# ---- single_macc_datapath ----
$ cat src/rtl/fir_pkg.sv
// Shared constants and types for the single-multiplier 16-tap FIR datapath.
package fir_pkg;

  localparam int TAPS          = 16;
  localparam int ADDR_W        = 4;
  localparam int DEF_DATA_W    = 16;
  localparam int DEF_COEFF_W   = 16;
  localparam int DEF_ACC_W     = 36;
  localparam int DEF_OUT_W     = 16;
  localparam int DEF_OUT_SHIFT = 15;

  typedef enum logic {
    CLR_CLEAR = 1'b0,
    CLR_RUN   = 1'b1
  } clr_state_e;

endpackage

$ cat src/rtl/fir_round_sat.sv
// Accumulator to output conversion: round half up, arithmetic shift, clamp to
// the signed output range. Purely combinational.
module fir_round_sat #(
  parameter int ACC_W     = 36,
  parameter int OUT_W     = 16,
  parameter int OUT_SHIFT = 15
) (
  input  logic signed [ACC_W-1:0] acc_i,
  output logic signed [OUT_W-1:0] data_o,
  output logic                    sat_o
);

  // One extra bit so adding the rounding term can never wrap.
  localparam int EXT_W  = ACC_W + 1;
  localparam int RND_SH = (OUT_SHIFT > 0) ? OUT_SHIFT - 1 : 0;
  localparam logic signed [EXT_W-1:0] ROUND =
    (OUT_SHIFT > 0) ? (EXT_W'(1) << RND_SH) : '0;
  localparam logic signed [EXT_W-1:0] MAX_V = (EXT_W'(1) << (OUT_W - 1)) - EXT_W'(1);
  localparam logic signed [EXT_W-1:0] MIN_V = ~MAX_V;

  logic signed [EXT_W-1:0] sum;
  logic signed [EXT_W-1:0] shifted;

  // Round, shift, then clamp anything outside the output range.
  always_comb begin
    sum     = {acc_i[ACC_W-1], acc_i} + ROUND;
    shifted = sum >>> OUT_SHIFT;
    sat_o   = 1'b0;
    data_o  = shifted[OUT_W-1:0];
    if (shifted > MAX_V) begin
      data_o = MAX_V[OUT_W-1:0];
      sat_o  = 1'b1;
    end else if (shifted < MIN_V) begin
      data_o = MIN_V[OUT_W-1:0];
      sat_o  = 1'b1;
    end
  end

endmodule

$ cat src/rtl/single_macc_datapath.sv
// Arithmetic and storage half of the 16-tap single-multiplier FIR: sample and
// coefficient RAMs, read/multiply/accumulate pipeline and rounded output stage.
// Addresses and StartAcc/DataValid strobes come from the filter control block.
//
// Clear FSM:
//   state     | meaning
//   CLR_CLEAR | zeroing sample RAM, one word per cycle; sample writes and Valid_o blocked
//   CLR_RUN   | normal operation
module single_macc_datapath
  import fir_pkg::*;
#(
  parameter int DATA_W    = DEF_DATA_W,
  parameter int COEFF_W   = DEF_COEFF_W,
  parameter int ACC_W     = DEF_ACC_W,
  parameter int OUT_W     = DEF_OUT_W,
  parameter int OUT_SHIFT = DEF_OUT_SHIFT
) (
  input  logic                      Clk_i,
  input  logic                      Rst_i,
  input  logic                      DataNd_i,
  input  logic signed [DATA_W-1:0]  Data_i,
  input  logic [ADDR_W-1:0]         DataAddrWr_i,
  input  logic [ADDR_W-1:0]         DataAddr_i,
  input  logic [ADDR_W-1:0]         CoeffAddr_i,
  input  logic                      StartAcc_i,
  input  logic                      DataValid_i,
  input  logic                      CoeffWe_i,
  input  logic [ADDR_W-1:0]         CoeffWrAddr_i,
  input  logic signed [COEFF_W-1:0] CoeffData_i,
  output logic                      ClrBusy_o,
  output logic signed [OUT_W-1:0]   Data_o,
  output logic                      Valid_o,
  output logic                      Sat_o
);

  localparam int PROD_W = DATA_W + COEFF_W;

  clr_state_e                state_q, state_d;
  logic [ADDR_W-1:0]         clr_cnt_q, clr_cnt_d;
  logic                      clr_we;
  logic                      run;

  logic signed [DATA_W-1:0]  sram_q [TAPS];
  logic signed [COEFF_W-1:0] cram_q [TAPS];

  logic signed [DATA_W-1:0]  data_rd_q;
  logic signed [COEFF_W-1:0] coeff_rd_q;
  logic signed [PROD_W-1:0]  data_ext, coeff_ext;
  logic signed [PROD_W-1:0]  prod_q;
  logic signed [ACC_W-1:0]   prod_ext;
  logic signed [ACC_W-1:0]   acc_q, acc_d;

  logic signed [OUT_W-1:0]   rs_data;
  logic                      rs_sat;
  logic signed [OUT_W-1:0]   data_q;
  logic                      valid_q, sat_q;

  // Clear FSM state and address counter.
  always_ff @(posedge Clk_i or posedge Rst_i) begin
    if (Rst_i) begin
      state_q   <= CLR_CLEAR;
      clr_cnt_q <= '0;
    end else begin
      state_q   <= state_d;
      clr_cnt_q <= clr_cnt_d;
    end
  end

  // Clear FSM next state: walk addresses 0..TAPS-1 once, then run.
  always_comb begin
    state_d   = state_q;
    clr_cnt_d = clr_cnt_q;
    clr_we    = 1'b0;
    case (state_q)
      CLR_CLEAR: begin
        clr_we    = 1'b1;
        clr_cnt_d = clr_cnt_q + 1'b1;
        if (clr_cnt_q == ADDR_W'(TAPS - 1)) state_d = CLR_RUN;
      end
      CLR_RUN: ;
      default: state_d = CLR_CLEAR;
    endcase
  end

  assign run       = (state_q == CLR_RUN);
  assign ClrBusy_o = ~run;

  // Sample RAM write: clear has priority, new samples only accepted in run.
  always_ff @(posedge Clk_i) begin
    if (clr_we) begin
      sram_q[clr_cnt_q] <= '0;
    end else if (DataNd_i && run) begin
      sram_q[DataAddrWr_i] <= Data_i;
    end
  end

  // Coefficient RAM write; readers see the new value from the next edge.
  always_ff @(posedge Clk_i) begin
    if (CoeffWe_i) cram_q[CoeffWrAddr_i] <= CoeffData_i;
  end

  assign data_ext  = {{COEFF_W{data_rd_q[DATA_W-1]}}, data_rd_q};
  assign coeff_ext = {{DATA_W{coeff_rd_q[COEFF_W-1]}}, coeff_rd_q};
  assign prod_ext  = {{(ACC_W - PROD_W){prod_q[PROD_W-1]}}, prod_q};
  assign acc_d     = StartAcc_i ? prod_ext : acc_q + prod_ext;

  // Read, multiply and accumulate pipeline, one tap per cycle.
  always_ff @(posedge Clk_i or posedge Rst_i) begin
    if (Rst_i) begin
      data_rd_q  <= '0;
      coeff_rd_q <= '0;
      prod_q     <= '0;
      acc_q      <= '0;
    end else begin
      data_rd_q  <= sram_q[DataAddr_i];
      coeff_rd_q <= cram_q[CoeffAddr_i];
      prod_q     <= data_ext * coeff_ext;
      acc_q      <= acc_d;
    end
  end

  fir_round_sat #(
    .ACC_W     (ACC_W),
    .OUT_W     (OUT_W),
    .OUT_SHIFT (OUT_SHIFT)
  ) u_round_sat (
    .acc_i  (acc_q),
    .data_o (rs_data),
    .sat_o  (rs_sat)
  );

  // Output stage: capture the finished sum; Data_o/Sat_o hold between pulses.
  always_ff @(posedge Clk_i or posedge Rst_i) begin
    if (Rst_i) begin
      data_q  <= '0;
      valid_q <= 1'b0;
      sat_q   <= 1'b0;
    end else begin
      valid_q <= DataValid_i && run;
      if (DataValid_i && run) begin
        data_q <= rs_data;
        sat_q  <= rs_sat;
      end
    end
  end

  assign Data_o  = data_q;
  assign Valid_o = valid_q;
  assign Sat_o   = sat_q;

endmodule

$ cat config.mk
export PLATFORM = sky130hd
export DESIGN_NAME = single_macc_datapath
export DESIGN_NICKNAME = d
export VERILOG_FILES = /design/src/rtl/fir_pkg.sv /design/src/rtl/fir_round_sat.sv /design/src/rtl/single_macc_datapath.sv
export SDC_FILE = /design/constraint.sdc
export NUM_CORES = 1
export LEC_CHECK = 0
export CORE_AREA = 8 8 307 249
export CTS_BUF_LIST = sky130_fd_sc_hd__clkbuf_4 sky130_fd_sc_hd__clkbuf_8
export CTS_CLUSTER_DIAMETER = 50
export DETAILED_ROUTE_END_ITERATION = 8
export DIE_AREA = 0 0 315 257
export PLACE_DENSITY_LB_ADDON = 0.15
export SYNTH_ARGS = -nofsm -noshare
export SYNTH_HDL_FRONTEND = slang
export SYNTH_SLANG_ARGS = --single-unit
$ cat constraint.sdc
create_clock -name Clk_i -period 12.1 [get_ports Clk_i]
set_input_delay 1.21 -clock Clk_i [delete_from_list [all_inputs] [get_ports Clk_i]]
set_output_delay 1.21 -clock Clk_i [all_outputs]
set_load 0.02 [all_outputs]
==> CHANGELOG.md <==
### Metrics

- VDD IR max: roughly 0.27 mV
- Routed wl met3: approximately 4.3 mm
- Clock sinks: about 640
- Slowest Stage Delay on Critical Path: around 0.84 ns
- Iter 0 DRT Violations: about 1.4k
- Synth top cell by count: edfxtp_1
- Hold Vio Cnt, Final: 0
- Fraction of layout cells with a size suffix above 1: roughly 15%
- Synthesized area: 35300 µm²
- Root Buffer: clkbuf_8
- Placed Area: 37200 µm²
- Nets: between 2k and 3k
- Pint: 6.41 mW
- Fa+ha+maj area frac: a little under a fifth
- M1 WL: approximately 34 mm
- HP Class: flip-flop to flip-flop
- Core Region: 71500 µm²
- Final Cell Area: between 30000 and 40000 µm²
- Crit path launch: data_rd_q[15]
- Slew @ Worst Pin: around 1.3 ns
- Largest registers: cram_q x256, sram_q x256, acc_q x36
- IO buf count: just over 70
- Commonest flop: edfxtp_1
- MI comb cells: 1397
- Largest fanout on the critical path: 16
- Status: completed
- Non-Filler Instances: 3587
- WL/cell: about 21 µm
- Relative slew margins: between 10% and 20%
- TritonRoute pass-1 iters: 6
- Post-CTS Setup Repair Bufs: 0
- Reg2Reg Depth: 18
- Seq area share: between 40% and 50%
- Largest net degree at the start of global routing: 76
- Worst-path clk slew: approximately 0.070 ns
- Clock power frac: between 10% and 20%
- Cell count after synthesis: 2438
- Combinational group power: roughly 6.2 mW
- Buffers excl. clock: 114
- Starting Density: 49.4%
- Die W: about 320 µm
- Hold-fix buffers, CTS: 0
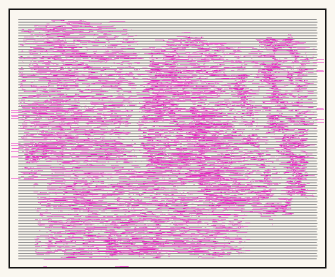
Fig. 1. Signal wires on met1 (single_macc_datapath).
Drawn at 1 px/µm. Supply wires on this layer in gray.
- wire length on this layer: 34.2 mm
- share of all routed wire: 46%


# ---- act_skew_feeder ----
Fig. 2: act_skew_feeder, the metal 3 layer
Drawn at 4 px/µm.
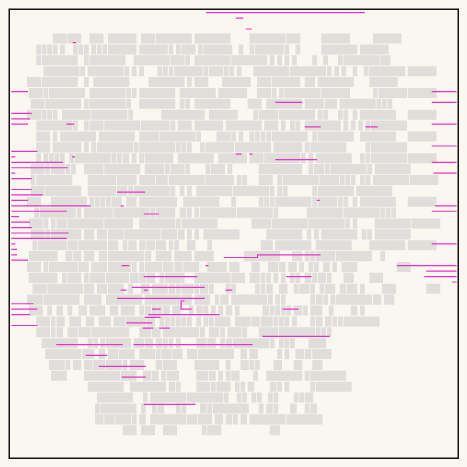
Fig. 3: act_skew_feeder, signal wires on met1
Drawn at 2 px/µm. Supply wires on this layer in gray.
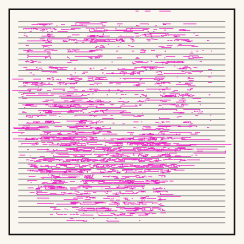
**config.mk**
```make
export PLATFORM = sky130hd
export DESIGN_NAME = act_skew_feeder
export DESIGN_NICKNAME = d
export VERILOG_FILES = /design/src/rtl/npu_gemm_pkg.sv /design/src/rtl/skew_delay_line.sv /design/src/rtl/act_skew_feeder.sv
export SDC_FILE = /design/constraint.sdc
export NUM_CORES = 1
export LEC_CHECK = 0
export ABC_AREA = 1
export ABC_CLOCK_PERIOD_IN_PS = 1850
export CORE_MARGIN = 4
export CORE_UTILIZATION = 48
export CTS_BUF_LIST = sky130_fd_sc_hd__clkbuf_4 sky130_fd_sc_hd__clkbuf_8
export CTS_CLUSTER_DIAMETER = 120
export DETAILED_ROUTE_END_ITERATION = 6
export PLACE_DENSITY = 0.78
export SETUP_SLACK_MARGIN = 0.1
export SLEW_MARGIN = 40
export SYNTH_ARGS = -nofsm -noshare
export SYNTH_HDL_FRONTEND = slang
export SYNTH_SLANG_ARGS = --single-unit
```
**constraint.sdc**
```tcl
create_clock -name clk -period 1.85 [get_ports clk]
set_input_delay 0.555 -clock clk [delete_from_list [all_inputs] [get_ports clk]]
set_output_delay 0.555 -clock clk [all_outputs]
set_load 0.1 [all_outputs]
```
**src/rtl/npu_gemm_pkg.sv**
```systemverilog
// Shared types and defaults for the GEMM activation path: feeder FSM states,
// array geometry defaults and the int8 saturation helper.
package npu_gemm_pkg;

  localparam int DATA_WIDTH_DEF = 8;
  localparam int ARRAY_N_DEF    = 4;

  typedef enum logic [1:0] {
    IDLE,
    STREAM,
    FLUSH,
    DONE
  } feeder_state_e;

  // Clamp a 9-bit signed difference into the int8 range.
  function automatic logic [7:0] sat_int8(input logic signed [8:0] x);
    if (x > 9'sd127) begin
      return 8'h7f;
    end else if (x < -9'sd128) begin
      return 8'h80;
    end else begin
      return x[7:0];
    end
  endfunction

endpackage

```
**src/rtl/skew_delay_line.sv**
```systemverilog
// DEPTH-stage shift register of {valid, data}; synchronous clear, async reset.
// DEPTH=0 is a plain wire.
module skew_delay_line
  import npu_gemm_pkg::*;
#(
  parameter int DW    = DATA_WIDTH_DEF,
  parameter int DEPTH = 1
) (
  input  logic          clk,
  input  logic          rst_n,
  input  logic          clr_i,
  input  logic          vld_i,
  input  logic [DW-1:0] dat_i,
  output logic          vld_o,
  output logic [DW-1:0] dat_o
);

  if (DEPTH == 0) begin : g_wire
    logic unused_ctl;
    assign unused_ctl = ^{clk, rst_n, clr_i};
    assign vld_o      = vld_i;
    assign dat_o      = dat_i;
  end else begin : g_regs
    logic [DEPTH-1:0]         vld_q;
    logic [DEPTH-1:0][DW-1:0] dat_q;

    always_ff @(posedge clk or negedge rst_n) begin
      if (!rst_n) begin
        vld_q <= '0;
        dat_q <= '0;
      end else if (clr_i) begin
        vld_q <= '0;
        dat_q <= '0;
      end else begin
        vld_q[0] <= vld_i;
        dat_q[0] <= dat_i;
        for (int i = 1; i < DEPTH; i++) begin
          vld_q[i] <= vld_q[i-1];
          dat_q[i] <= dat_q[i-1];
        end
      end
    end

    assign vld_o = vld_q[DEPTH-1];
    assign dat_o = dat_q[DEPTH-1];
  end

endmodule

```
**src/rtl/act_skew_feeder.sv**
```systemverilog
// Activation feeder: accepts vectors on a valid/ready stream and drives the array top
// edge with lane j delayed j cycles. Optional ACT_FEEDER_ZERO_POINT_EN subtracts zp.
module act_skew_feeder
  import npu_gemm_pkg::*;
#(
  parameter int DATA_WIDTH = DATA_WIDTH_DEF,
  parameter int ARRAY_N    = ARRAY_N_DEF,
  parameter int LEN_WIDTH  = 16
) (
  input  logic                          clk,
  input  logic                          rst_n,
  input  logic                          start,
  input  logic                          abort,
  input  logic [LEN_WIDTH-1:0]          k_len,
  input  logic [DATA_WIDTH-1:0]         zp_in,
  input  logic                          in_valid,
  output logic                          in_ready,
  input  logic [ARRAY_N*DATA_WIDTH-1:0] in_data,
  output logic [ARRAY_N*DATA_WIDTH-1:0] out_act,
  output logic [ARRAY_N-1:0]            out_valid,
  output logic                          busy,
  output logic                          done
);

  localparam int                   FW         = $clog2(ARRAY_N);
  localparam logic [FW-1:0]        FLUSH_LAST = FW'(ARRAY_N - 1);
  localparam logic [FW-1:0]        FLUSH_ONE  = FW'(1);
  localparam logic [LEN_WIDTH-1:0] LEN_ONE    = LEN_WIDTH'(1);

  feeder_state_e                 state_q, state_d;
  logic [LEN_WIDTH-1:0]          klen_q, klen_d;
  logic [LEN_WIDTH-1:0]          cnt_q, cnt_d;
  logic [FW-1:0]                 flush_q, flush_d;
  logic                          accept;
  logic                          s0_vld_q;
  logic [ARRAY_N*DATA_WIDTH-1:0] s0_dat_q;
  logic [ARRAY_N*DATA_WIDTH-1:0] lane_adj;

  assign in_ready = (state_q == STREAM);
  assign accept   = in_ready && in_valid && !abort;
  assign busy     = (state_q != IDLE);
  assign done     = (state_q == DONE);

  always_comb begin
    state_d = state_q;
    klen_d  = klen_q;
    cnt_d   = cnt_q;
    flush_d = flush_q;
    unique case (state_q)
      IDLE: begin
        if (start) begin
          klen_d  = k_len;
          cnt_d   = '0;
          state_d = (k_len == '0) ? DONE : STREAM;
        end
      end
      STREAM: begin
        if (accept) begin
          cnt_d = cnt_q + LEN_ONE;
          if (cnt_q + LEN_ONE == klen_q) begin
            state_d = FLUSH;
            flush_d = '0;
          end
        end
      end
      FLUSH: begin
        if (flush_q == FLUSH_LAST) begin
          state_d = DONE;
          flush_d = '0;
        end else begin
          flush_d = flush_q + FLUSH_ONE;
        end
      end
      DONE: begin
        state_d = IDLE;
        cnt_d   = '0;
      end
      default: state_d = IDLE;
    endcase
    // Abort outranks start, accepts and flush progress.
    if (abort) begin
      state_d = IDLE;
      cnt_d   = '0;
      flush_d = '0;
    end
  end

  always_ff @(posedge clk or negedge rst_n) begin
    if (!rst_n) begin
      state_q <= IDLE;
      klen_q  <= '0;
      cnt_q   <= '0;
      flush_q <= '0;
    end else begin
      state_q <= state_d;
      klen_q  <= klen_d;
      cnt_q   <= cnt_d;
      flush_q <= flush_d;
    end
  end

`ifdef ACT_FEEDER_ZERO_POINT_EN
  logic [DATA_WIDTH-1:0] zp_q;

  always_ff @(posedge clk or negedge rst_n) begin
    if (!rst_n) begin
      zp_q <= '0;
    end else if (state_q == IDLE && start && !abort) begin
      zp_q <= zp_in;
    end
  end

  for (genvar j = 0; j < ARRAY_N; j++) begin : g_zp
    assign lane_adj[j*DATA_WIDTH +: DATA_WIDTH] =
      sat_int8({in_data[j*DATA_WIDTH+DATA_WIDTH-1], in_data[j*DATA_WIDTH +: DATA_WIDTH]}
               - {zp_q[DATA_WIDTH-1], zp_q});
  end
`else
  logic unused_zp;
  assign unused_zp = ^zp_in;
  assign lane_adj  = in_data;
`endif

  // Stage 0 loads a bubble whenever nothing is accepted, which also covers abort.
  always_ff @(posedge clk or negedge rst_n) begin
    if (!rst_n) begin
      s0_vld_q <= 1'b0;
      s0_dat_q <= '0;
    end else begin
      s0_vld_q <= accept;
      s0_dat_q <= accept ? lane_adj : '0;
    end
  end

  for (genvar j = 0; j < ARRAY_N; j++) begin : g_lane
    skew_delay_line #(
      .DW    (DATA_WIDTH),
      .DEPTH (j)
    ) u_dly (
      .clk   (clk),
      .rst_n (rst_n),
      .clr_i (abort),
      .vld_i (s0_vld_q),
      .dat_i (s0_dat_q[j*DATA_WIDTH +: DATA_WIDTH]),
      .vld_o (out_valid[j]),
      .dat_o (out_act[j*DATA_WIDTH +: DATA_WIDTH])
    );
  end

endmodule
```
==> CHANGELOG.md <==
### Metrics

- Status: finished with violations
- Failing checks: setup timing
- TritonRoute pass-1 iters: 4
- Final Cell Area: 7400 µm²
- Slew @ Worst Pin: 0.556 ns
- Logic inverters: roughly 130
- Fraction of layout cells with a size suffix above 1: between 20% and 30%
- Tap Count: about 140
- Slack of the critical path: -0.192 ns
- Critical path's slowest cell: dfrtp_1
- Cell count after synthesis: 588
- IO buf count: ~91
- MI comb area: 1670 µm²
- Leakage: approximately 3.6 nW
- Clock power frac: between 20% and 30%
- Sw power: 2.91 mW
- Die W: ~110 µm
- Crit path launch: state_q[1]
- Synthesized area: 5180 µm²
- Hold Vio Cnt, Final: 0
- Initial antenna violation count: 0
- Endpoints failing setup: 7
- Met2 wire length: 6.10 mm
- Most common library cells after synthesis: inv_1, dfrtp_1, nor2_1, nand2_1, nand3_1
- Htree depth: 4
- Crit Reg-Reg Endpoint: state_q[0]
- Maximum clock frequency: just under 500 MHz
- Clk buf depth: 2
- Top cell excl fill/tap: inv_1
- Crit start category: flip-flop
- Seq area share: between 40 and 50%
- OpenROAD warnings: a little over 40
- Hold-fix buffers, CTS: 0
Notes on Fig. 2 above:
- share of all routed wire: 4.8%
- main direction: horizontal

Notes on Fig. 3 above:
- wire length on this layer: 4630 µm
- longest straight run: 24.8 µm
Vias: 3954
final WL: 11.6 mm
met1 usage: 22.0%



## Gallery

Clock distribution.
Plate I
Drawn at 3 px/µm.
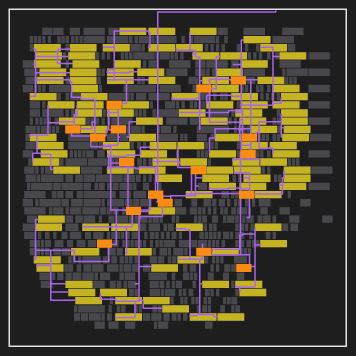
Plate II
Drawn at 1 px/µm.
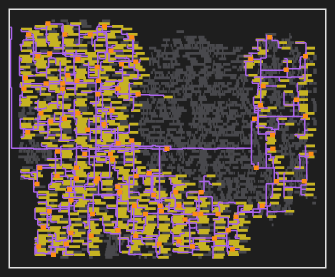
- act_skew_feeder = Plate I
- single_macc_datapath = Plate II
The one with the largest die is Plate II.
The one with the most sequential cells is Plate II.

Key to Plate II:
- purple: clock wires (length 7780 µm)
- yellow: flip-flops (count 635)
- orange: clock drivers (count 97)
- routed clock nets: 98

No activity file was given, so power comes from the tool's default toggle rates.
